=== muldiv_ctrl_flat ===
<file path="src/rtl/muldiv_pkg.sv">
// Shared definitions for the HI/LO multiply/divide sequencer: op encoding, FSM states, default sizes.
package muldiv_pkg;

  localparam logic [1:0] OP_MULT = 2'b00;
  localparam logic [1:0] OP_DIV  = 2'b01;
  localparam logic [1:0] OP_MTHI = 2'b10;
  localparam logic [1:0] OP_MTLO = 2'b11;

  localparam int DEF_W           = 32;
  localparam int DEF_MULT_CYCLES = 33;
  localparam int DEF_DIV_CYCLES  = 33;
  localparam int DEF_CNT_W       = 6;

  typedef enum logic [1:0] {
    IDLE,
    MULT_RUN,
    DIV_RUN,
    WB
  } muldiv_state_t;

  function automatic int maxCycles(input int a, input int b);
    return (a > b) ? a : b;
  endfunction

endpackage

</file>
<file path="src/rtl/muldiv_if.sv">
// Bus between the control unit / arithmetic units and the muldiv sequencer.
// Optional abort input is present only when MULDIV_ABORT_EN is defined.
interface muldiv_if import muldiv_pkg::*; #(parameter int W = DEF_W);

  logic         start_i;
  logic [1:0]   op_i;
  logic [W-1:0] a_i;
  logic [W-1:0] b_i;
  logic [W-1:0] mult_hi_i;
  logic [W-1:0] mult_lo_i;
  logic [W-1:0] div_hi_i;
  logic [W-1:0] div_lo_i;
`ifdef MULDIV_ABORT_EN
  logic         abort_i;
`endif
  logic [W-1:0] opnd_a_o;
  logic [W-1:0] opnd_b_o;
  logic         mult_en_o;
  logic         div_en_o;
  logic         busy_o;
  logic         done_o;
  logic         div_zero_o;
  logic [W-1:0] hi_o;
  logic [W-1:0] lo_o;

  modport slave (
    input  start_i, op_i, a_i, b_i, mult_hi_i, mult_lo_i, div_hi_i, div_lo_i,
`ifdef MULDIV_ABORT_EN
    input  abort_i,
`endif
    output opnd_a_o, opnd_b_o, mult_en_o, div_en_o, busy_o, done_o, div_zero_o,
           hi_o, lo_o
  );

  modport master (
    output start_i, op_i, a_i, b_i, mult_hi_i, mult_lo_i, div_hi_i, div_lo_i,
`ifdef MULDIV_ABORT_EN
    output abort_i,
`endif
    input  opnd_a_o, opnd_b_o, mult_en_o, div_en_o, busy_o, done_o, div_zero_o,
           hi_o, lo_o
  );

endinterface

</file>
<file path="src/rtl/muldiv_step_counter.sv">
// Step counter for the muldiv sequencer; tc_o flags the last enabled step.
module muldiv_step_counter import muldiv_pkg::*; #(
  parameter int CNT_W = DEF_CNT_W
) (
  input  logic             clk,
  input  logic             rst_n,
  input  logic             clr_i,
  input  logic             en_i,
  input  logic [CNT_W-1:0] term_i,
  output logic             tc_o
);

  logic [CNT_W-1:0] cnt_q;
  logic [CNT_W-1:0] cnt_d;

  // Clear wins over enable so an abort or a completed run always restarts at zero.
  always_comb begin
    cnt_d = cnt_q;
    if (clr_i) begin
      cnt_d = '0;
    end else if (en_i) begin
      cnt_d = cnt_q + CNT_W'(1);
    end
  end

  always_ff @(posedge clk or negedge rst_n) begin
    if (!rst_n) begin
      cnt_q <= '0;
    end else begin
      cnt_q <= cnt_d;
    end
  end

  assign tc_o = en_i && (cnt_q == term_i);

endmodule

</file>
<file path="src/rtl/muldiv_ctrl.sv">
// Sequencer sharing one HI/LO pair between the Booth multiplier and the iterative divider.
// Define MULDIV_ABORT_EN to add an abort input that cancels a running operation.
module muldiv_ctrl import muldiv_pkg::*; #(
  parameter int W           = DEF_W,
  parameter int MULT_CYCLES = DEF_MULT_CYCLES,
  parameter int DIV_CYCLES  = DEF_DIV_CYCLES,
  parameter int CNT_W       = DEF_CNT_W
) (
  input  logic     clk,
  input  logic     rst_n,
  muldiv_if.slave  bus
);

  if ((1 << CNT_W) <= maxCycles(MULT_CYCLES, DIV_CYCLES)) begin : gCntWCheck
    $error("muldiv_ctrl: CNT_W too narrow for MULT_CYCLES/DIV_CYCLES");
  end

  muldiv_state_t state_q, state_d;
  logic          isDiv_q, isDiv_d;
  logic [W-1:0]  opndA_q, opndA_d;
  logic [W-1:0]  opndB_q, opndB_d;
  logic [W-1:0]  hi_q, hi_d;
  logic [W-1:0]  lo_q, lo_d;
  logic          done_q, done_d;
  logic          divZero_q, divZero_d;
  logic          cntClr;
  logic          cntEn;
  logic          cntTc;
  logic [CNT_W-1:0] cntTerm;

  assign cntTerm = isDiv_q ? CNT_W'(DIV_CYCLES - 1) : CNT_W'(MULT_CYCLES - 1);

  muldiv_step_counter #(.CNT_W(CNT_W)) uStepCounter (
    .clk    (clk),
    .rst_n  (rst_n),
    .clr_i  (cntClr),
    .en_i   (cntEn),
    .term_i (cntTerm),
    .tc_o   (cntTc)
  );

  always_comb begin
    state_d   = state_q;
    isDiv_d   = isDiv_q;
    opndA_d   = opndA_q;
    opndB_d   = opndB_q;
    hi_d      = hi_q;
    lo_d      = lo_q;
    done_d    = 1'b0;
    divZero_d = 1'b0;
    cntClr    = 1'b0;
    cntEn     = 1'b0;
    case (state_q)
      IDLE: begin
        if (bus.start_i) begin
          cntClr = 1'b1;
          case (bus.op_i)
            OP_MULT: begin
              opndA_d = bus.a_i;
              opndB_d = bus.b_i;
              isDiv_d = 1'b0;
              state_d = MULT_RUN;
            end
            OP_DIV: begin
              // A zero divisor never reaches the divider; report it straight away.
              if (bus.b_i == '0) begin
                done_d    = 1'b1;
                divZero_d = 1'b1;
              end else begin
                opndA_d = bus.a_i;
                opndB_d = bus.b_i;
                isDiv_d = 1'b1;
                state_d = DIV_RUN;
              end
            end
            OP_MTHI: begin
              hi_d   = bus.a_i;
              done_d = 1'b1;
            end
            OP_MTLO: begin
              lo_d   = bus.a_i;
              done_d = 1'b1;
            end
          endcase
        end
      end
      MULT_RUN, DIV_RUN: begin
        cntEn = 1'b1;
        if (cntTc) begin
          cntClr  = 1'b1;
          state_d = WB;
        end
      end
      WB: begin
        hi_d    = isDiv_q ? bus.div_hi_i : bus.mult_hi_i;
        lo_d    = isDiv_q ? bus.div_lo_i : bus.mult_lo_i;
        done_d  = 1'b1;
        state_d = IDLE;
      end
    endcase
`ifdef MULDIV_ABORT_EN
    // Abort overrides everything outside IDLE, including the WB write-back.
    if (bus.abort_i && (state_q != IDLE)) begin
      state_d = IDLE;
      cntClr  = 1'b1;
      cntEn   = 1'b0;
      hi_d    = hi_q;
      lo_d    = lo_q;
      done_d  = 1'b0;
    end
`endif
  end

  always_ff @(posedge clk or negedge rst_n) begin
    if (!rst_n) begin
      state_q   <= IDLE;
      isDiv_q   <= 1'b0;
      opndA_q   <= '0;
      opndB_q   <= '0;
      hi_q      <= '0;
      lo_q      <= '0;
      done_q    <= 1'b0;
      divZero_q <= 1'b0;
    end else begin
      state_q   <= state_d;
      isDiv_q   <= isDiv_d;
      opndA_q   <= opndA_d;
      opndB_q   <= opndB_d;
      hi_q      <= hi_d;
      lo_q      <= lo_d;
      done_q    <= done_d;
      divZero_q <= divZero_d;
    end
  end

  assign bus.opnd_a_o   = opndA_q;
  assign bus.opnd_b_o   = opndB_q;
  assign bus.mult_en_o  = (state_q == MULT_RUN);
  assign bus.div_en_o   = (state_q == DIV_RUN);
  assign bus.busy_o     = (state_q != IDLE);
  assign bus.done_o     = done_q;
  assign bus.div_zero_o = divZero_q;
  assign bus.hi_o       = hi_q;
  assign bus.lo_o       = lo_q;

endmodule

</file>
<file path="src/flat_wrapper.sv">
// flat-port wrapper written by rule: the top's interface ports become plain ports
module muldiv_ctrl_flat import muldiv_pkg::*;
#(
  parameter int W           = DEF_W,
  parameter int MULT_CYCLES = DEF_MULT_CYCLES,
  parameter int DIV_CYCLES  = DEF_DIV_CYCLES,
  parameter int CNT_W       = DEF_CNT_W
)
  (clk, rst_n, bus_start_i, bus_op_i, bus_a_i, bus_b_i, bus_mult_hi_i, bus_mult_lo_i, bus_div_hi_i, bus_div_lo_i, bus_opnd_a_o, bus_opnd_b_o, bus_mult_en_o, bus_div_en_o, bus_busy_o, bus_done_o, bus_div_zero_o, bus_hi_o, bus_lo_o);
  muldiv_if #(.W(W)) bus_i ();
  input  logic clk;
  input  logic rst_n;
  input wire logic [$bits(bus_i.start_i)-1:0] bus_start_i;
  input wire logic [$bits(bus_i.op_i)-1:0] bus_op_i;
  input wire logic [$bits(bus_i.a_i)-1:0] bus_a_i;
  input wire logic [$bits(bus_i.b_i)-1:0] bus_b_i;
  input wire logic [$bits(bus_i.mult_hi_i)-1:0] bus_mult_hi_i;
  input wire logic [$bits(bus_i.mult_lo_i)-1:0] bus_mult_lo_i;
  input wire logic [$bits(bus_i.div_hi_i)-1:0] bus_div_hi_i;
  input wire logic [$bits(bus_i.div_lo_i)-1:0] bus_div_lo_i;
  output wire logic [$bits(bus_i.opnd_a_o)-1:0] bus_opnd_a_o;
  output wire logic [$bits(bus_i.opnd_b_o)-1:0] bus_opnd_b_o;
  output wire logic [$bits(bus_i.mult_en_o)-1:0] bus_mult_en_o;
  output wire logic [$bits(bus_i.div_en_o)-1:0] bus_div_en_o;
  output wire logic [$bits(bus_i.busy_o)-1:0] bus_busy_o;
  output wire logic [$bits(bus_i.done_o)-1:0] bus_done_o;
  output wire logic [$bits(bus_i.div_zero_o)-1:0] bus_div_zero_o;
  output wire logic [$bits(bus_i.hi_o)-1:0] bus_hi_o;
  output wire logic [$bits(bus_i.lo_o)-1:0] bus_lo_o;
  assign bus_i.start_i = bus_start_i;
  assign bus_i.op_i = bus_op_i;
  assign bus_i.a_i = bus_a_i;
  assign bus_i.b_i = bus_b_i;
  assign bus_i.mult_hi_i = bus_mult_hi_i;
  assign bus_i.mult_lo_i = bus_mult_lo_i;
  assign bus_i.div_hi_i = bus_div_hi_i;
  assign bus_i.div_lo_i = bus_div_lo_i;
  assign bus_opnd_a_o = bus_i.opnd_a_o;
  assign bus_opnd_b_o = bus_i.opnd_b_o;
  assign bus_mult_en_o = bus_i.mult_en_o;
  assign bus_div_en_o = bus_i.div_en_o;
  assign bus_busy_o = bus_i.busy_o;
  assign bus_done_o = bus_i.done_o;
  assign bus_div_zero_o = bus_i.div_zero_o;
  assign bus_hi_o = bus_i.hi_o;
  assign bus_lo_o = bus_i.lo_o;
  muldiv_ctrl #(.W(W), .MULT_CYCLES(MULT_CYCLES), .DIV_CYCLES(DIV_CYCLES), .CNT_W(CNT_W)) u_core (.clk(clk), .rst_n(rst_n), .bus(bus_i));
endmodule
</file>
<file path="config.mk">
export PLATFORM = sky130hd
export DESIGN_NAME = muldiv_ctrl_flat
export DESIGN_NICKNAME = d
export VERILOG_FILES = /design/src/rtl/muldiv_pkg.sv /design/src/rtl/muldiv_if.sv /design/src/rtl/muldiv_step_counter.sv /design/src/rtl/muldiv_ctrl.sv /design/src/flat_wrapper.sv
export SDC_FILE = /design/constraint.sdc
export NUM_CORES = 1
export LEC_CHECK = 0
export ABC_CLOCK_PERIOD_IN_PS = 2550
export CAP_MARGIN = 5
export CORE_UTILIZATION = 40
export CTS_CLUSTER_DIAMETER = 40
export DETAILED_ROUTE_END_ITERATION = 6
export GPL_TIMING_DRIVEN = 1
export PLACE_DENSITY = 0.8
export SYNTH_ARGS = -nofsm -noshare
export SYNTH_HDL_FRONTEND = slang
export SYNTH_HIERARCHICAL = 1
export SYNTH_SLANG_ARGS = --single-unit
</file>
<file path="constraint.sdc">
create_clock -name clk -period 2.55 [get_ports clk]
set_clock_uncertainty 0.1 [all_clocks]
set_input_delay 0.255 -clock clk [delete_from_list [all_inputs] [get_ports clk]]
set_output_delay 0.255 -clock clk [all_outputs]
set_load 0.02 [all_outputs]
</file>
=== rriot_timer_master ===
===== src/rtl/rriot_timer_master.sv =====
// Bus initiator that arms the RRIOT interval timer and waits for IRQ or poll completion.
// Optional abort input enabled by defining RRIOT_MASTER_ABORT_EN.
module rriot_timer_master #(
  parameter int unsigned POLL_GAP       = 16,
  parameter logic [23:0] TIMEOUT_CYCLES = 24'd1000000
) (
  input  logic       clk,
  input  logic       rst_n,
  input  logic       cmd_valid,
  output logic       cmd_ready,
  input  logic [7:0] cmd_count,
  input  logic [1:0] cmd_div,
  input  logic       cmd_irq_en,
  input  logic       cmd_poll,
  output logic       bus_enable,
  output logic       bus_we_n,
  output logic [2:0] bus_a,
  output logic [7:0] bus_wdata,
  input  logic [7:0] bus_rdata,
  input  logic       bus_oe,
  input  logic       bus_irq_n,
`ifdef RRIOT_MASTER_ABORT_EN
  input  logic       abort,
`endif
  output logic       done,
  output logic [7:0] result,
  output logic       timed_out,
  output logic       bus_err
);

  typedef enum logic [2:0] {
    S_IDLE,
    S_WRITE,
    S_WAIT,
    S_GAP,
    S_RD_REQ,
    S_RD_CAP,
    S_DONE
  } state_e;

  localparam logic [15:0] GAP_LAST = 16'(POLL_GAP - 1);
  // Counter has already reached TIMEOUT_CYCLES-1 once it increments past this.
  localparam logic [23:0] TMO_LAST = TIMEOUT_CYCLES - 24'd2;

  state_e      state_q, state_d;
  logic [7:0]  cnt_q, cnt_d;
  logic [1:0]  div_q, div_d;
  logic        ien_q, ien_d;
  logic        poll_q, poll_d;
  logic [23:0] tmo_q, tmo_d;
  logic [15:0] gap_q, gap_d;
  logic [7:0]  prev_q, prev_d;
  logic        abt_q, abt_d;
  logic        to_q, to_d;
  logic        err_q, err_d;
  logic [7:0]  res_q, res_d;
  logic        ben_q, ben_d;
  logic        bwe_n_q, bwe_n_d;
  logic [2:0]  ba_q, ba_d;
  logic [7:0]  bwd_q, bwd_d;
  logic        abort_w;
  logic        tmo_hit;

`ifdef RRIOT_MASTER_ABORT_EN
  assign abort_w = abort;
`else
  assign abort_w = 1'b0;
`endif

  assign tmo_hit = (tmo_q >= TMO_LAST);

  always_comb begin
    state_d = state_q;
    cnt_d   = cnt_q;
    div_d   = div_q;
    ien_d   = ien_q;
    poll_d  = poll_q;
    tmo_d   = tmo_q;
    gap_d   = gap_q;
    prev_d  = prev_q;
    abt_d   = abt_q;
    to_d    = to_q;
    err_d   = err_q;
    res_d   = res_q;
    unique case (state_q)
      S_IDLE: begin
        if (cmd_valid) begin
          cnt_d   = cmd_count;
          div_d   = cmd_div;
          ien_d   = cmd_irq_en;
          poll_d  = cmd_poll;
          state_d = S_WRITE;
        end
      end
      S_WRITE: begin
        tmo_d   = '0;
        gap_d   = '0;
        prev_d  = 8'hFF;
        abt_d   = 1'b0;
        to_d    = 1'b0;
        err_d   = 1'b0;
        state_d = poll_q ? S_GAP : S_WAIT;
      end
      S_WAIT: begin
        tmo_d = tmo_q + 24'd1;
        if (!bus_irq_n) begin
          state_d = S_RD_REQ;
        end else if (tmo_hit) begin
          to_d    = 1'b1;
          state_d = S_DONE;
        end else if (abort_w) begin
          abt_d   = 1'b1;
          state_d = S_RD_REQ;
        end
      end
      S_GAP: begin
        tmo_d = tmo_q + 24'd1;
        if (tmo_hit) begin
          to_d    = 1'b1;
          state_d = S_DONE;
        end else if (abort_w) begin
          abt_d   = 1'b1;
          state_d = S_RD_REQ;
        end else if (gap_q == GAP_LAST) begin
          gap_d   = '0;
          state_d = S_RD_REQ;
        end else begin
          gap_d = gap_q + 16'd1;
        end
      end
      S_RD_REQ: begin
        tmo_d   = tmo_q + 24'd1;
        state_d = S_RD_CAP;
      end
      S_RD_CAP: begin
        tmo_d = tmo_q + 24'd1;
        if (!bus_oe) begin
          err_d   = 1'b1;
          state_d = S_DONE;
        end else begin
          res_d = bus_rdata;
          if (abt_q) begin
            to_d    = 1'b1;
            state_d = S_DONE;
          end else if (!poll_q) begin
            state_d = S_DONE;
          end else if (bus_rdata == 8'h00 || bus_rdata > prev_q) begin
            state_d = S_DONE;
          end else begin
            prev_d  = bus_rdata;
            gap_d   = '0;
            state_d = S_GAP;
          end
        end
      end
      S_DONE:  state_d = S_IDLE;
      default: state_d = S_IDLE;
    endcase
  end

  // Bus strobes are decoded from the next state so they appear registered.
  always_comb begin
    ben_d   = 1'b0;
    bwe_n_d = 1'b1;
    ba_d    = '0;
    bwd_d   = '0;
    if (state_d == S_WRITE) begin
      ben_d   = 1'b1;
      bwe_n_d = 1'b0;
      ba_d    = {ien_d, div_d};
      bwd_d   = cnt_d;
    end else if (state_d == S_RD_REQ) begin
      ben_d = 1'b1;
      ba_d  = {ien_q, 2'b00};
    end
  end

  always_ff @(posedge clk) begin
    if (!rst_n) begin
      state_q <= S_IDLE;
      cnt_q   <= '0;
      div_q   <= '0;
      ien_q   <= 1'b0;
      poll_q  <= 1'b0;
      tmo_q   <= '0;
      gap_q   <= '0;
      prev_q  <= 8'hFF;
      abt_q   <= 1'b0;
      to_q    <= 1'b0;
      err_q   <= 1'b0;
      res_q   <= '0;
      ben_q   <= 1'b0;
      bwe_n_q <= 1'b1;
      ba_q    <= '0;
      bwd_q   <= '0;
    end else begin
      state_q <= state_d;
      cnt_q   <= cnt_d;
      div_q   <= div_d;
      ien_q   <= ien_d;
      poll_q  <= poll_d;
      tmo_q   <= tmo_d;
      gap_q   <= gap_d;
      prev_q  <= prev_d;
      abt_q   <= abt_d;
      to_q    <= to_d;
      err_q   <= err_d;
      res_q   <= res_d;
      ben_q   <= ben_d;
      bwe_n_q <= bwe_n_d;
      ba_q    <= ba_d;
      bwd_q   <= bwd_d;
    end
  end

  assign cmd_ready  = (state_q == S_IDLE);
  assign done       = (state_q == S_DONE);
  assign result     = res_q;
  assign timed_out  = to_q;
  assign bus_err    = err_q;
  assign bus_enable = ben_q;
  assign bus_we_n   = bwe_n_q;
  assign bus_a      = ba_q;
  assign bus_wdata  = bwd_q;

endmodule


===== config.mk =====
export PLATFORM = sky130hd
export DESIGN_NAME = rriot_timer_master
export DESIGN_NICKNAME = d
export VERILOG_FILES = /design/src/rtl/rriot_timer_master.sv
export SDC_FILE = /design/constraint.sdc
export NUM_CORES = 1
export LEC_CHECK = 0
export ABC_AREA = 1
export CORE_ASPECT_RATIO = 1.2
export CORE_MARGIN = 4
export CORE_UTILIZATION = 50
export DETAILED_ROUTE_END_ITERATION = 7
export PLACE_DENSITY = 0.69
export SETUP_SLACK_MARGIN = 0.15
export SYNTH_ARGS = -nofsm -noshare
export SYNTH_HDL_FRONTEND = slang
export SYNTH_SLANG_ARGS = --single-unit

===== constraint.sdc =====
create_clock -name clk -period 3.95 [get_ports clk]
set_input_delay 0.9875 -clock clk [delete_from_list [all_inputs] [get_ports clk]]
set_output_delay 0.9875 -clock clk [all_outputs]
set_load 0.02 [all_outputs]

=== instr_prefetch_queue ===
`config.mk`:
```
export PLATFORM = sky130hd
export DESIGN_NAME = instr_prefetch_queue
export DESIGN_NICKNAME = d
export VERILOG_FILES = /design/src/rtl/instr_prefetch_queue.sv
export SDC_FILE = /design/constraint.sdc
export NUM_CORES = 1
export LEC_CHECK = 0
export CORE_MARGIN = 4
export CORE_UTILIZATION = 25
export DETAILED_ROUTE_END_ITERATION = 8
export SYNTH_ARGS = -nofsm -noshare
export SYNTH_HDL_FRONTEND = slang
export SYNTH_SLANG_ARGS = --single-unit
export TNS_END_PERCENT = 30
```
`constraint.sdc`:
```
create_clock -name clk -period 4.7 [get_ports clk]
set_input_delay 0.705 -clock clk [delete_from_list [all_inputs] [get_ports clk]]
set_output_delay 0.705 -clock clk [all_outputs]
set_load 0.01 [all_outputs]
```
`src/rtl/instr_prefetch_queue.sv`:
```
// instr_prefetch_queue
//   Sequential instruction prefetcher between the instruction memory port and the
//   fetch stage. Keeps at most one memory request in flight, buffers up to DEPTH
//   returned {instr, pc} pairs in a circular queue and presents them in order.
//   A redirect flushes the queue and restarts fetching at the new target. A response
//   that is still in flight at the redirect is discarded when it returns.
//
// Ports
//   clk, reset        core clock; asynchronous active-high reset
//   ImemReq/ImemAdr   fetch request valid / word-aligned byte address
//   ImemValid/ImemRd  response valid (oldest outstanding request) / instruction word
//   InstrValidF       head entry valid; InstrF/PCF are its instruction and PC
//                     (NOP / 0 when not valid)
//   StallF            fetch stage holds the head this cycle
//   Redirect          flush and restart fetch at RedirectPC (bits [1:0] ignored)
//
// Configuration
//   IFQ_BYPASS_EN     when defined, a response arriving at an empty queue is forwarded
//                     combinationally to InstrF/PCF in the same cycle.
module instr_prefetch_queue #(
  parameter int unsigned DEPTH    = 4,
  parameter logic [31:0] RESET_PC = 32'h0000_0000
) (
  input  logic        clk,
  input  logic        reset,
  output logic        ImemReq,
  output logic [31:0] ImemAdr,
  input  logic        ImemValid,
  input  logic [31:0] ImemRd,
  output logic        InstrValidF,
  output logic [31:0] InstrF,
  output logic [31:0] PCF,
  input  logic        StallF,
  input  logic        Redirect,
  input  logic [31:0] RedirectPC
);

  localparam int unsigned     PtrW     = (DEPTH > 1) ? $clog2(DEPTH) : 1;
  localparam int unsigned     CntW     = PtrW + 1;
  localparam logic [CntW-1:0] DepthCnt = CntW'(DEPTH);
  localparam logic [31:0]     NopInstr = 32'h0000_0013;

  logic [31:0]     r_instr [DEPTH];
  logic [31:0]     r_pc    [DEPTH];
  logic [PtrW-1:0] r_rd_ptr;
  logic [PtrW-1:0] r_wr_ptr;
  logic [CntW-1:0] r_count;
  logic [31:0]     r_fpc;
  logic [31:0]     r_req_pc;   // PC of the request currently in flight
  logic            r_inflight;
  logic            r_drop;     // in-flight response belongs to a flushed stream

  logic            w_resp;
  logic            w_head_valid;
  logic            w_issue;
  logic            w_push;
  logic            w_pop;
  logic [CntW-1:0] w_occ;
  logic            w_unused;

  assign w_unused     = ^RedirectPC[1:0];
  assign w_resp       = ImemValid & r_inflight;  // responses with nothing in flight are ignored
  assign w_head_valid = (r_count != '0);

  // Occupancy counts the in-flight word so a returning response always has a slot.
  // A new request may only go out when nothing is in flight or the in-flight word
  // returns this cycle; this also holds off the target fetch until a stale word returns.
  assign w_occ   = r_count + CntW'(r_inflight);
  assign w_issue = ~reset & ~Redirect & (w_occ < DepthCnt) & (~r_inflight | ImemValid);

  assign ImemReq = w_issue;
  assign ImemAdr = r_fpc;
  assign w_pop   = w_head_valid & ~StallF;

`ifdef IFQ_BYPASS_EN
  logic w_bypass;
  assign w_bypass = ~w_head_valid & w_resp & ~r_drop & ~Redirect;
  // A bypassed word consumed this cycle never enters the queue.
  assign w_push   = w_resp & ~r_drop & ~Redirect & ~(w_bypass & ~StallF);
`else
  assign w_push   = w_resp & ~r_drop & ~Redirect;
`endif

  always_comb begin
    InstrValidF = w_head_valid;
    InstrF      = w_head_valid ? r_instr[r_rd_ptr] : NopInstr;
    PCF         = w_head_valid ? r_pc[r_rd_ptr]    : 32'h0;
`ifdef IFQ_BYPASS_EN
    if (w_bypass) begin
      InstrValidF = 1'b1;
      InstrF      = ImemRd;
      PCF         = r_req_pc;
    end
`endif
  end

  // Queue storage needs no reset: entries are only read when counted valid.
  always_ff @(posedge clk) begin
    if (w_push) begin
      r_instr[r_wr_ptr] <= ImemRd;
      r_pc[r_wr_ptr]    <= r_req_pc;
    end
  end

  always_ff @(posedge clk or posedge reset) begin
    if (reset) begin
      r_rd_ptr   <= '0;
      r_wr_ptr   <= '0;
      r_count    <= '0;
      r_fpc      <= RESET_PC;
      r_req_pc   <= RESET_PC;
      r_inflight <= 1'b0;
      r_drop     <= 1'b0;
    end else if (Redirect) begin
      r_rd_ptr   <= '0;
      r_wr_ptr   <= '0;
      r_count    <= '0;
      r_fpc      <= {RedirectPC[31:2], 2'b00};
      // A word returning in the redirect cycle is simply discarded; one still
      // outstanding must be dropped when it arrives.
      r_inflight <= r_inflight & ~ImemValid;
      r_drop     <= r_inflight & ~ImemValid;
    end else begin
      if (w_issue) begin
        r_fpc    <= r_fpc + 32'd4;
        r_req_pc <= r_fpc;
      end

      if (w_issue) begin
        r_inflight <= 1'b1;
      end else if (w_resp) begin
        r_inflight <= 1'b0;
      end

      if (w_resp && r_drop) begin
        r_drop <= 1'b0;
      end

      if (w_push) begin
        r_wr_ptr <= r_wr_ptr + PtrW'(1);
      end
      if (w_pop) begin
        r_rd_ptr <= r_rd_ptr + PtrW'(1);
      end

      unique case ({w_push, w_pop})
        2'b10:   r_count <= r_count + CntW'(1);
        2'b01:   r_count <= r_count - CntW'(1);
        default: r_count <= r_count;
      endcase
    end
  end

endmodule

```
=== spi_sample_sequencer ===
==> config.mk <==
export PLATFORM = sky130hd
export DESIGN_NAME = spi_sample_sequencer
export DESIGN_NICKNAME = d
export VERILOG_FILES = /design/src/rtl/spi_sample_sequencer.sv
export SDC_FILE = /design/constraint.sdc
export NUM_CORES = 1
export LEC_CHECK = 0
export CAP_MARGIN = 25
export CORE_MARGIN = 2
export CORE_UTILIZATION = 45
export CTS_CLUSTER_SIZE = 40
export DETAILED_ROUTE_END_ITERATION = 10
export GPL_ROUTABILITY_DRIVEN = 0
export GPL_TIMING_DRIVEN = 1
export PLACE_DENSITY = 0.65
export SLEW_MARGIN = 15
export SYNTH_ARGS = -nofsm -noshare
export SYNTH_HDL_FRONTEND = slang
export SYNTH_SLANG_ARGS = --single-unit
==> constraint.sdc <==
create_clock -name clk -period 2.74 [get_ports clk]
set_clock_uncertainty 0.1 [all_clocks]
set_input_delay 0.548 -clock clk [delete_from_list [all_inputs] [get_ports clk]]
set_output_delay 0.548 -clock clk [all_outputs]
set_load 0.02 [all_outputs]
==> src/rtl/spi_sample_sequencer.sv <==
// spi_sample_sequencer: periodically arms spi_master_ss with a fixed command
// word, captures each from_slave result and queues it in a FWFT FIFO.
//
// Ports:
//   clk, rst          system clock, asynchronous active-high reset
//   enable            run the sampling loop
//   cmd               word sent to the slave on each transfer (latched at arm)
//   period            minimum cycles between consecutive arm rises
//   spi_ready_to_arm  handshake from spi_master_ss
//   spi_finished      handshake from spi_master_ss
//   spi_from_slave    received word from spi_master_ss
//   spi_arm           arm request to spi_master_ss
//   spi_to_slave      command word to spi_master_ss
//   rd_en             pop FIFO head
//   rd_data           FIFO head, valid when rd_valid
//   rd_valid          FIFO not empty
//   fifo_level        entries stored, 0..2**FIFO_AW
//   overflow          sticky: a sample was dropped on a full FIFO
//   clr_overflow      clear overflow (a same-cycle drop wins)
//   busy              sequencer not idle
module spi_sample_sequencer #(
    parameter int WID        = 24,
    parameter int PERIOD_WID = 16,
    parameter int FIFO_AW    = 4
) (
    input  logic                  clk,
    input  logic                  rst,
    input  logic                  enable,
    input  logic [WID-1:0]        cmd,
    input  logic [PERIOD_WID-1:0] period,
    input  logic                  spi_ready_to_arm,
    input  logic                  spi_finished,
    input  logic [WID-1:0]        spi_from_slave,
    output logic                  spi_arm,
    output logic [WID-1:0]        spi_to_slave,
    input  logic                  rd_en,
    output logic [WID-1:0]        rd_data,
    output logic                  rd_valid,
    output logic [FIFO_AW:0]      fifo_level,
    output logic                  overflow,
    input  logic                  clr_overflow,
    output logic                  busy
);

    localparam int DEPTH = 1 << FIFO_AW;
    localparam logic [FIFO_AW:0] LVL_FULL = (FIFO_AW+1)'(DEPTH);
    localparam logic [FIFO_AW:0] LVL_ONE  = (FIFO_AW+1)'(1);
    localparam logic [FIFO_AW-1:0] PTR_ONE = FIFO_AW'(1);
    localparam logic [PERIOD_WID-1:0] TMR_ONE = PERIOD_WID'(1);

    typedef enum logic [2:0] {
        S_IDLE,
        S_ARM,
        S_CAPTURE,
        S_DISARM,
        S_WAIT
    } state_t;

    state_t state, state_d;

    logic                  arm_start;
    logic                  push_req;
    logic                  timer_due;
    logic [PERIOD_WID-1:0] timer;

    logic [WID-1:0]     mem [DEPTH];
    logic [FIFO_AW-1:0] wr_ptr;
    logic [FIFO_AW-1:0] rd_ptr;
    logic [FIFO_AW:0]   level;
    logic               full;
    logic               push;
    logic               pop;

    // The WAIT->ARM decision edge is itself the last counted cycle, so
    // leaving at timer==1 puts successive arm rises exactly period apart.
    assign timer_due = (timer <= TMR_ONE);

    always_comb begin
        state_d   = state;
        arm_start = 1'b0;
        push_req  = 1'b0;
        unique case (state)
            S_IDLE: begin
                if (enable && spi_ready_to_arm) begin
                    state_d   = S_ARM;
                    arm_start = 1'b1;
                end
            end
            S_ARM: begin
                if (spi_finished) state_d = S_CAPTURE;
            end
            S_CAPTURE: begin
                push_req = 1'b1;
                state_d  = S_DISARM;
            end
            S_DISARM: begin
                if (spi_ready_to_arm) state_d = S_WAIT;
            end
            S_WAIT: begin
                if (!enable) begin
                    state_d = S_IDLE;
                end else if (timer_due && spi_ready_to_arm) begin
                    state_d   = S_ARM;
                    arm_start = 1'b1;
                end
            end
            default: state_d = S_IDLE;
        endcase
    end

    always_ff @(posedge clk or posedge rst) begin
        if (rst) begin
            state        <= S_IDLE;
            spi_arm      <= 1'b0;
            spi_to_slave <= '0;
            timer        <= '0;
        end else begin
            state <= state_d;
            if (arm_start) begin
                spi_to_slave <= cmd;
                spi_arm      <= 1'b1;
                timer        <= period;
            end else begin
                if (timer != '0) timer <= timer - TMR_ONE;
                if (push_req) spi_arm <= 1'b0;
            end
        end
    end

    assign busy = (state != S_IDLE);

    // FIFO: a pop in the same cycle frees the slot a full-FIFO push needs.
    assign full     = (level == LVL_FULL);
    assign rd_valid = (level != '0);
    assign pop      = rd_en && rd_valid;
    assign push     = push_req && (!full || pop);

    always_ff @(posedge clk or posedge rst) begin
        if (rst) begin
            wr_ptr   <= '0;
            rd_ptr   <= '0;
            level    <= '0;
            overflow <= 1'b0;
        end else begin
            if (push) wr_ptr <= wr_ptr + PTR_ONE;
            if (pop) rd_ptr <= rd_ptr + PTR_ONE;
            if (push && !pop) begin
                level <= level + LVL_ONE;
            end else if (pop && !push) begin
                level <= level - LVL_ONE;
            end
            if (push_req && !push) begin
                overflow <= 1'b1;
            end else if (clr_overflow) begin
                overflow <= 1'b0;
            end
        end
    end

    always_ff @(posedge clk) begin
        if (push) mem[wr_ptr] <= spi_from_slave;
    end

    assign rd_data    = rd_valid ? mem[rd_ptr] : '0;
    assign fifo_level = level;

endmodule


## Gallery

Placed standard cells.
picture 1
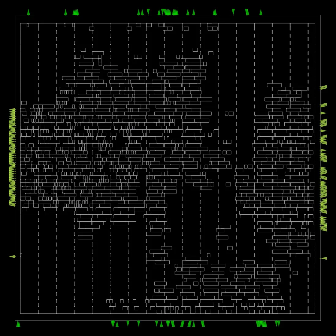
picture 2
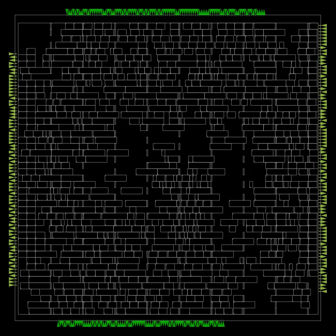
picture 3
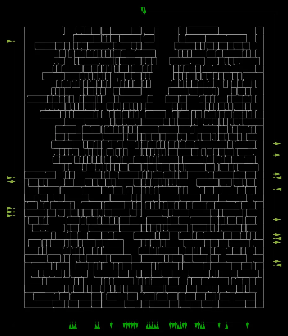
picture 4
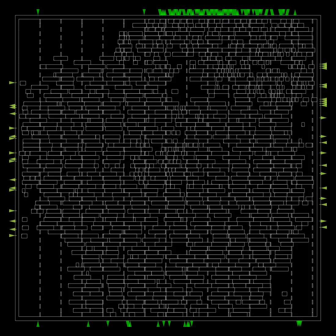
- fewest cells: picture 3
- lowest utilization: picture 1
muldiv_ctrl_flat: picture 2
rriot_timer_master: picture 3
instr_prefetch_queue: picture 1
spi_sample_sequencer: picture 4

**spi_sample_sequencer: cells colored by class**

Bar = 50 um. Fill, decap, tap and diode cells in gray.
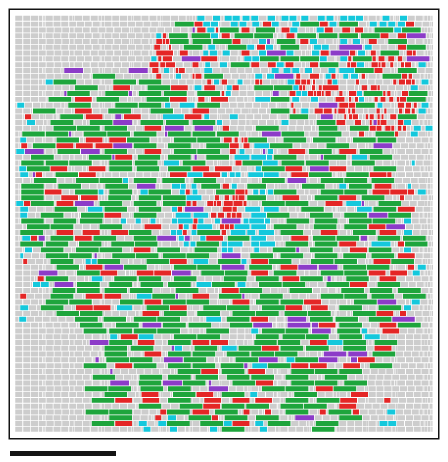
- green: flip-flops (cells 442)
- red: all other logic (cells 340)
- cyan: other buffers and delay cells (cells 240)
- purple: clock drivers and dummy loads (cells 83)

**spi_sample_sequencer: signal wires on met1**

Supply wires on this layer in gray.
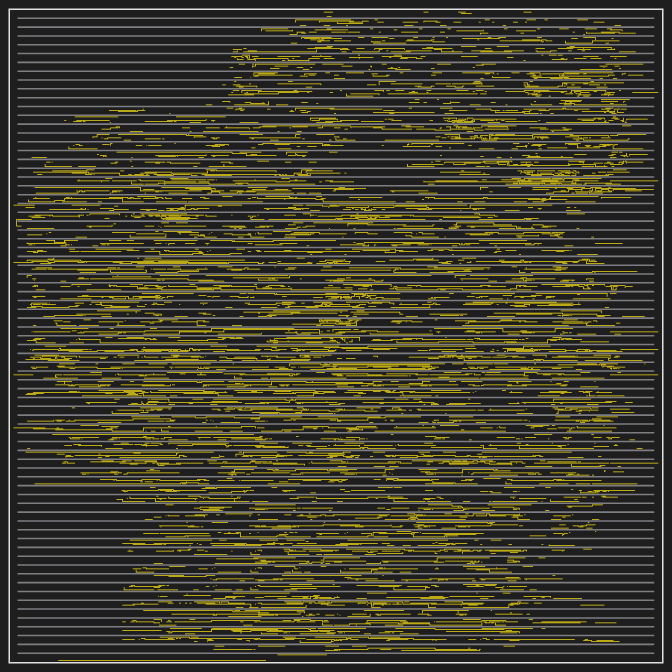
- longest straight run: 63.9 um
- nets with wire on the layer: 1091
- main direction: horizontal

==> run notes, spi_sample_sequencer <==
The following summarizes the physical implementation.

Final layout
Per the final layout report, the fraction of cells sized above drive strength 1 comes to 0.3466. The clock tree buffer count of the final layout is 52. The leading cell type in the layout, fill and taps excluded is edfxtp_1. The top cell types in the final layout, fill and taps aside, are edfxtp_1, mux4_2, clkdlybuf4s50_1, buf_4, dfrtp_1. The diode insertion count for antenna repair is 0. For this run, the post-layout net count is 1154.

The layout has 9 inverters outside the clock class. Per the final report, the share of cell area in clock cells is 0.06755. The utilization after layout is 0.5783.

Outcome
The flow ran to the end, but the final reports show violations. The final reports fail on setup timing.

Setup path
STA classifies the critical path endpoint as an output pin. The kind of cell with the highest combined delay on the critical path is multiplexers. STA puts the critical path data arrival time at 2.76 ns. The type of the worst setup path is register to output pin.

The worst-case reg-to-reg setup slack stands at 0.16 ns.

Synthesis
The compound-gate portion of the synthesized area is 0.01309. The number of synthesized register bits is 442. For reference, the mux area share after synthesis is 0.1732. Per the synthesis report, the adder-cell share of the synthesized area is 0.009732. The main area contributors are edfxtp_1, mux4_2, dfrtp_1.

CTS
The number of buffers between clock root and the deepest sink is 3.

Final timing
Setup repair after global routing could not meet its margin everywhere. For reference, the final report shows the max-slew violation count at 0. The routed design could run at a clock period as short as 3.413 ns. The worst setup margin is -0.6729 ns. From the final report, the count of setup violators was given as 24.

The relative slew slack is 0.6339. Across all hold checks on the routed design, the worst slack comes to 0.2039 ns.

Global routing
For met3 alone, demand over resource in global routing was 0.03369. The global-route met2 utilization is 0.3159. The global routing report lists combined usage of all routing layers as 0.1948.

Pwr
The power spent charging and discharging nets is 7057 uW. The combinational power share is 0.390. The combinational power is 9410 uW. The total power per unit cell area is 1085 nW/um^2.

Detailed routing
The total iterations of the first detailed-routing run is 5. In the post-route report, total wirelength is listed as 38930 um.

Placed design
The number of cells in the design after placement is 1519. The placed wire-length estimate after detailed placement is 23650 um. Before CTS, the worst setup slack after placement is -0.4678 ns.
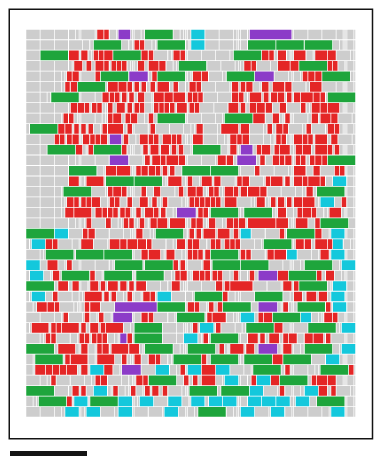
**Above:** rriot_timer_master (cells colored by class).
Bar = 20 um. Fill, decap, tap and diode cells in gray.
- purple: clock drivers and dummy loads (cells 16)
- red: all other logic (cells 500)
- green: flip-flops (cells 86)
- cyan: other buffers and delay cells (cells 53)

==> run notes, rriot_timer_master <==
The following summarizes the physical implementation.

Setup path
For flop-to-flop paths, the worst setup slack is 1.61 ns. The type of the worst setup path is register to output pin. The timing report notes that buffer and inverter cells on the critical path total 2.

The worst reg2reg path depth is 8. The worst setup path is launched from a register.

Final layout
The fraction of final cell area spent on clock buffers and inverters in this run is 0.04396. In the finished design the tool counted flip-flops and latches totalling 86. The proportion of layout cells with a drive suffix above 1 is 0.1160. The utilization after layout is 0.6049.

The largest register by flop count is tmo_q. The sequential portion of the cell area is 0.3305. The leading cell type in the layout, fill and taps excluded is nand2_1.

Final timing
The relative slew slack is 0.5353. The number of failing setup endpoints in the final timing report is 0. Static timing analysis puts the maximum clock frequency at 332.6 MHz.

Dividing the final minimum period by the clock period gives 0.7611. The final number of hold-violating endpoints is 0. The setup TNS is 0 ns. Setup repair after global routing left no endpoint under its margin.

Synthesis
The tally of yosys warning messages is 0. Synthesis produced 605 cells. The compound-gate portion of the synthesized area is 0.1461. The area fraction of the largest cell type after synthesis is 0.3889. The yosys-reported design area after synthesis is 4427 um^2.

In this run, the synthesized area fraction spent on and/or/nand/nor cells is recorded as 0.3103. In the Yosys report the total cell count is 605. Summed over all instances, the cell type with the most area after synthesis is dfxtp_1.

CTS
The number of setup buffers added after CTS is 0. The number of gates resized after cts is 0. Per the CTS log, the maximum H-tree level is 3. The number of buffers between clock root and the deepest sink is 2.

Detailed routing
The pre-antenna-repair detailed-routing pass consisted of 5 iterations. The uppermost layer routed is met4.

Global routing
The number of global-route vias before repair is 3858. met1 track demand over resource after global routing is 0.2606. The total global routing track utilization is 0.2086. Per the GRT congestion report, total overflow comes to 0.

Worst hold path
The type recorded for the worst min-delay path is register to register. The end point of the worst hold path is bus_err.

Placed design
Once detailed placement completed, the half-perimeter wirelength came to 7528 um. Per the gpl log, the routability congestion estimate is 0.8690.

Pwr
Of the total power, registers draw 0.470. The flow reports power dissipated in the clock network as 713 uW. The fraction of power spent switching nets is 0.2858.

Of the total power, the clock network draws 0.362. For the combinational group, total power comes out at 331 uW.

Die
The count of inserted tapcells is 117. The share of the core area taken by cells at floorplan is 0.5141. After floorplanning, the core was sized to cover 8611 um^2.

Outcome
The flow ran to the end, and the final reports show no timing, DRC or antenna violations.
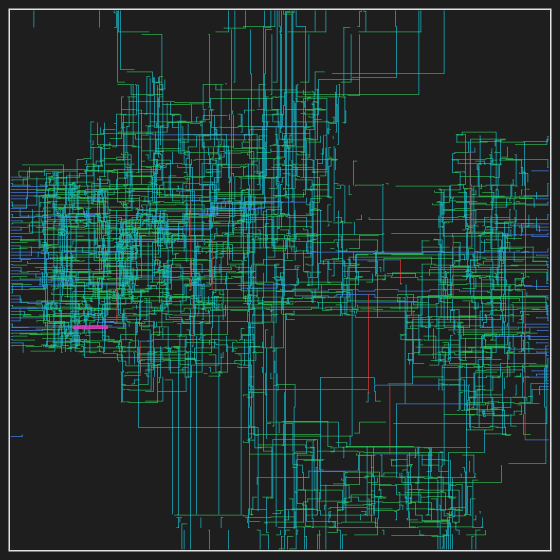
**Above:** instr_prefetch_queue (routed metal, one color a layer).
- red: met4 (wire length 398 um)
- green: met1 (wire length 14100 um)
- blue: met3 (wire length 2230 um)
- magenta: met5 (wire length 13.8 um)
- cyan: met2 (wire length 14900 um)
combined global-route utilization of all metal layers: 0.1130
detailed-route via count: 7412

**instr_prefetch_queue: cells colored by class**

Bar = 50 um. Fill, decap, tap and diode cells in gray.
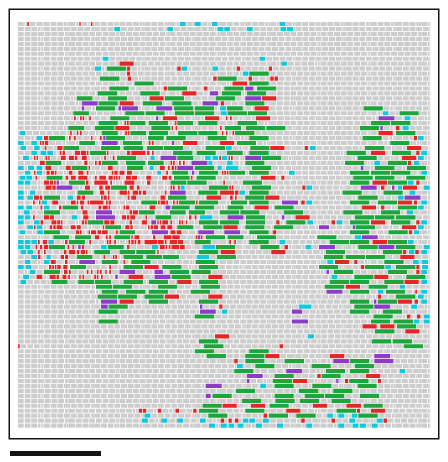
- purple: clock drivers and dummy loads (cells 68)
- red: all other logic (cells 429)
- cyan: other buffers and delay cells (cells 173)
- green: flip-flops (cells 317)

==> run notes, instr_prefetch_queue <==
The following summarizes the physical implementation.

CTS
The number of H-tree branching levels is 2. TritonCTS built the clock tree. The insertion delay of the later-clocked pin in the worst-skew pair is 0.52 ns. Gates resized during post-CTS repair numbered 0.

Setup path
The maximum fanout along the worst path is 25. The worst setup path is captured at an output pin. For the worst setup path, the data required time is 3.99 ns.

The worst register-to-register path begins at r_count[0].

Detailed routing
The routed length on met3 is 2233 um.

Synthesis
The area fraction in full adders, half adders and majority gates is 0.006421. The compound-gate portion of the synthesized area is 0.03960. Of the total synthesized cell area, the portion taken by XOR and XNOR cells is 0.008853. According to the Yosys statistics, the synthesized design has a chip area of 12860 um^2.

The cell with the most instances after synthesis is edfxtp_1. The async set or reset register ratio after synthesis is 0.2177. After synthesis, the most frequently instantiated cells are edfxtp_1, nand2_1, dfrtp_1.

For this design, Yosys synthesis ends with a cell count of 788. The tally of yosys warning messages is 0.

Final timing
For the pin with the worst max-slew slack, the measured transition is 0.9544 ns. The worst setup margin is 1.009 ns. Setup total negative slack on the finished layout was measured at 0 ns.

The worst hold margin is 0.5142 ns.

Placed design
The placement report lists the number of port buffers as 160. The number of cells in the design after placement is 1591. The instance area after placement is 15310 um^2.

Global routing
The maximum number of pins on one net before global-route repair is 57. In the global route stage, met3 resource usage came out at 0.03096. The total congestion overflow after global routing is 0.

Outcome
The flow ran to the end, and the final reports show no timing, DRC or antenna violations.

Worst hold path
The number of cells on the worst hold path is listed as 0.

Job
The total of max-cap violations is 0.

Final layout
The post-route utilization of the core is recorded as 0.3268. The multi-input gate share of the layout cell area is 0.2111. The net count of the finished layout is 1033. The sequential portion of the cell area is 0.5565.

The largest cell class by area is flip-flops and latches. Excluding fillers, the count of instances in the completed layout stands at 1659. The register with the most flip-flops in the layout has 128 of them.

Pwr
The switching portion of total power comes to 0.2800. The internal power is 5890 uW. The flow reports power dissipated in the clock network as 2750 uW.

Die
In the floorplan report the effective utilization is 0.2548.
**muldiv_ctrl_flat: routed metal, one color a layer**

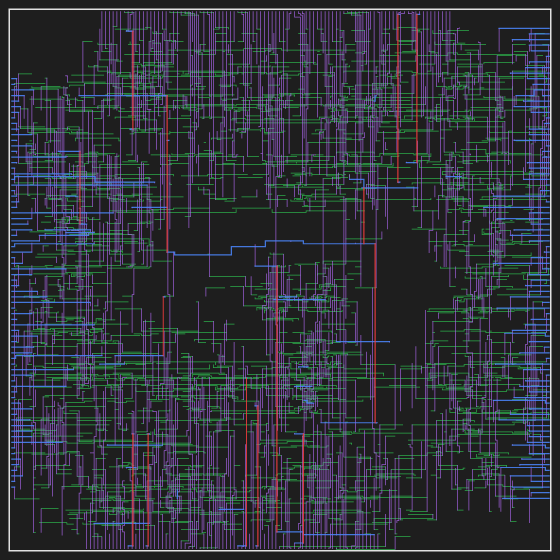
- red: met4 (wire length 448 um)
- blue: met3 (wire length 1230 um)
- green: met1 (wire length 7970 um)
- purple: met2 (wire length 11300 um)
average routed wire per standard cell: 18.89 um
detailed-route via count: 5695
combined global-route utilization of all metal layers: 0.2463
detailed-route wire length: 20910 um

==> run notes, muldiv_ctrl_flat <==
The following summarizes the physical implementation.

Outcome
The run finished with clean final reports.

Pwr
Sequential cells consume a total of 3950 uW. The post-layout total power is 13280 uW. Of the total power, combinational logic draws 0.532.

The leakage power summed over all cells is 0.004845 uW. In this run the VDD rail shows a maximum IR drop of 700.3 uV. For this design the total switching power over the nets is 5026 uW.

Synthesis
The combinational family with the most area after synthesis is multiplexers. The register share after synthesis is 0.5202. After synthesis, the most frequently instantiated cells are dfrtp_1, mux2_2, mux2i_1. Per the synthesis report, the simple-gate share of the synthesized area is 0.04510. The mapped netlist covers 6686 um^2. The compound-gate portion of the synthesized area is 0.1196. The synthesis log from Yosys contains 6 warnings. The commonest register cell is dfrtp_1.

Setup path
All stages included, the depth of the critical timing path comes to 8. STA classifies the critical path startpoint as a register. The worst register-to-register path begins at u_core/state_q[1]. The timing report gives the worst reg2reg path a setup slack of 0.24 ns.

Final layout
Summing all multi-input logic gate instances after layout gives 3064 um^2. The cell area after layout is 10920 um^2. The count of multi-input gates is 364.

There are 139 flip-flops and latches. The clock buffers instantiated in the layout total 19. The non-clock inverters instantiated in the layout total 5.

Global routing
The met3 usage in global routing is 0.05671.

Detailed routing
The routed length on met3 is 1232 um.

CTS
CTS placed an instance of clkbuf_16 at the clock tree root.

Final timing
The worst setup margin is 0.2409 ns. The clock period could shrink to 2.309 ns.


==> notes/layouts.md <==
Pictures saved along the way, in no particular order.

Signal metal coverage by tile.
Plate I
26 x 26 tiles, from black (low) to pale yellow (high), scaled to the fullest tile. Values are wire area over tile area, all layers added.
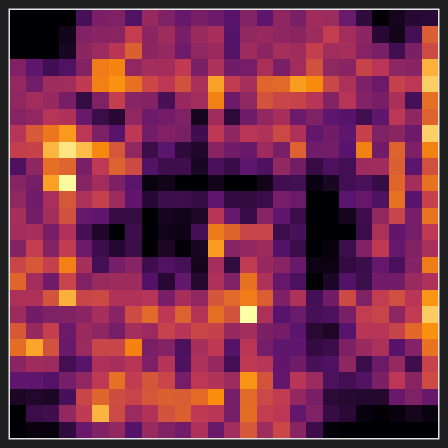
Plate II
20 x 20 tiles, from black (low) to pale yellow (high), scaled to the fullest tile. Values are wire area over tile area, all layers added.
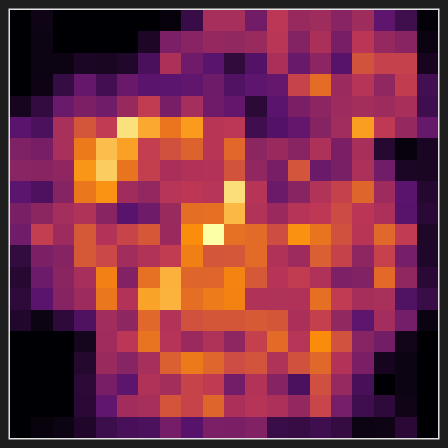
Plate III
23 x 23 tiles, from black (low) to pale yellow (high), scaled to the fullest tile. Values are wire area over tile area, all layers added.
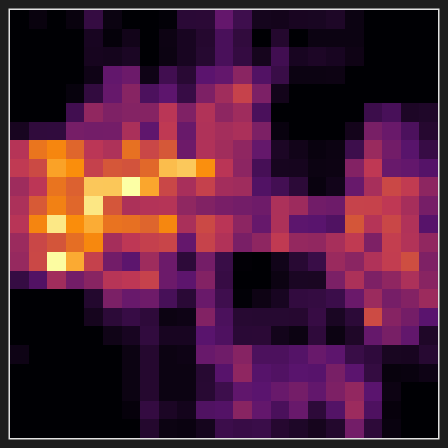
Plate IV
19 x 22 tiles, from black (low) to pale yellow (high), scaled to the fullest tile. Values are wire area over tile area, all layers added.
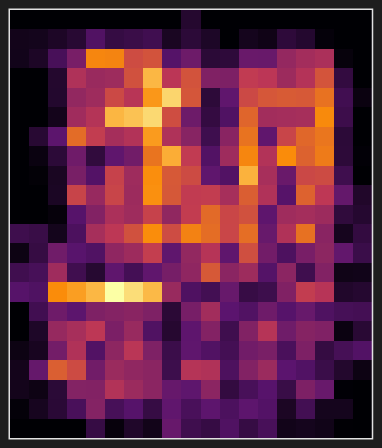
- Plate III = instr_prefetch_queue
- Plate II = spi_sample_sequencer
- Plate IV = rriot_timer_master
- Plate I = muldiv_ctrl_flat


==> screenshots <==
Signal wires on met1.
Supply wires on this layer in gray.
(a)
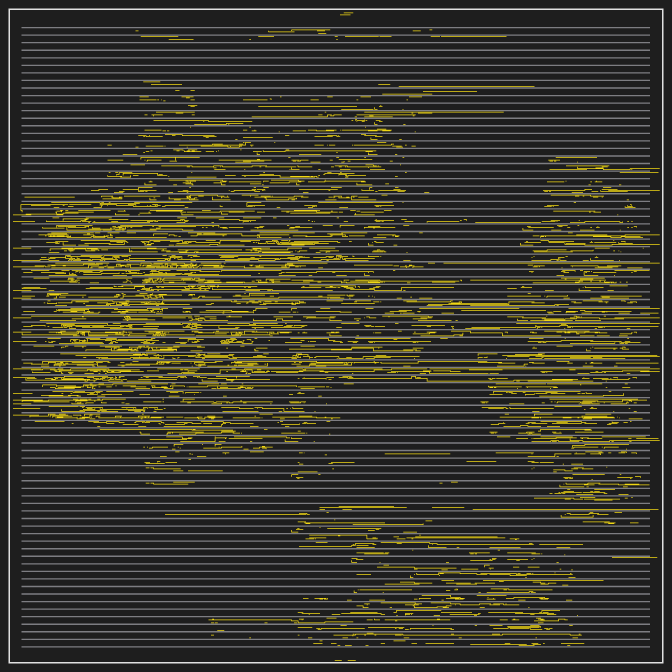
(b)
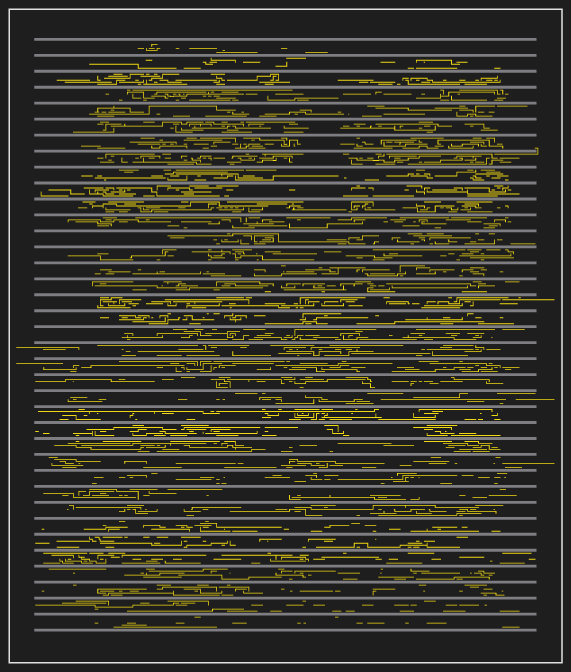
(c)
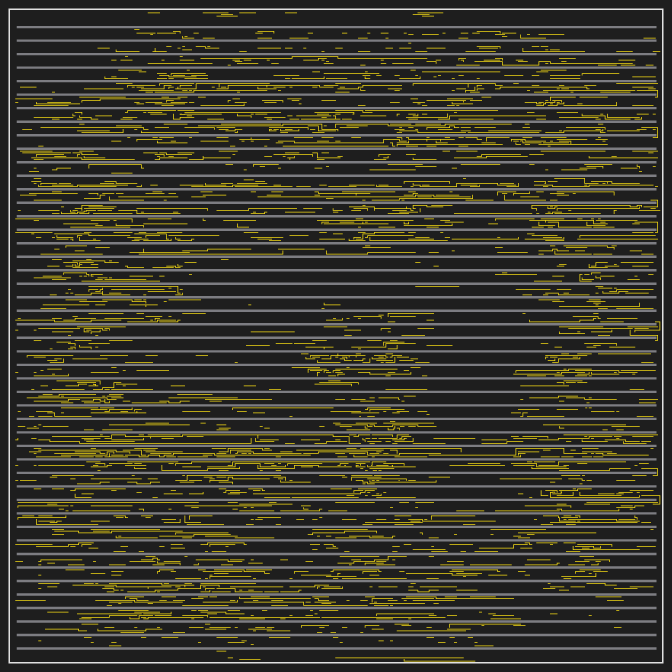
muldiv_ctrl_flat -> (c)
instr_prefetch_queue -> (a)
rriot_timer_master -> (b)

Power figures rest on the tool's default switching activity, not on a simulated workload.
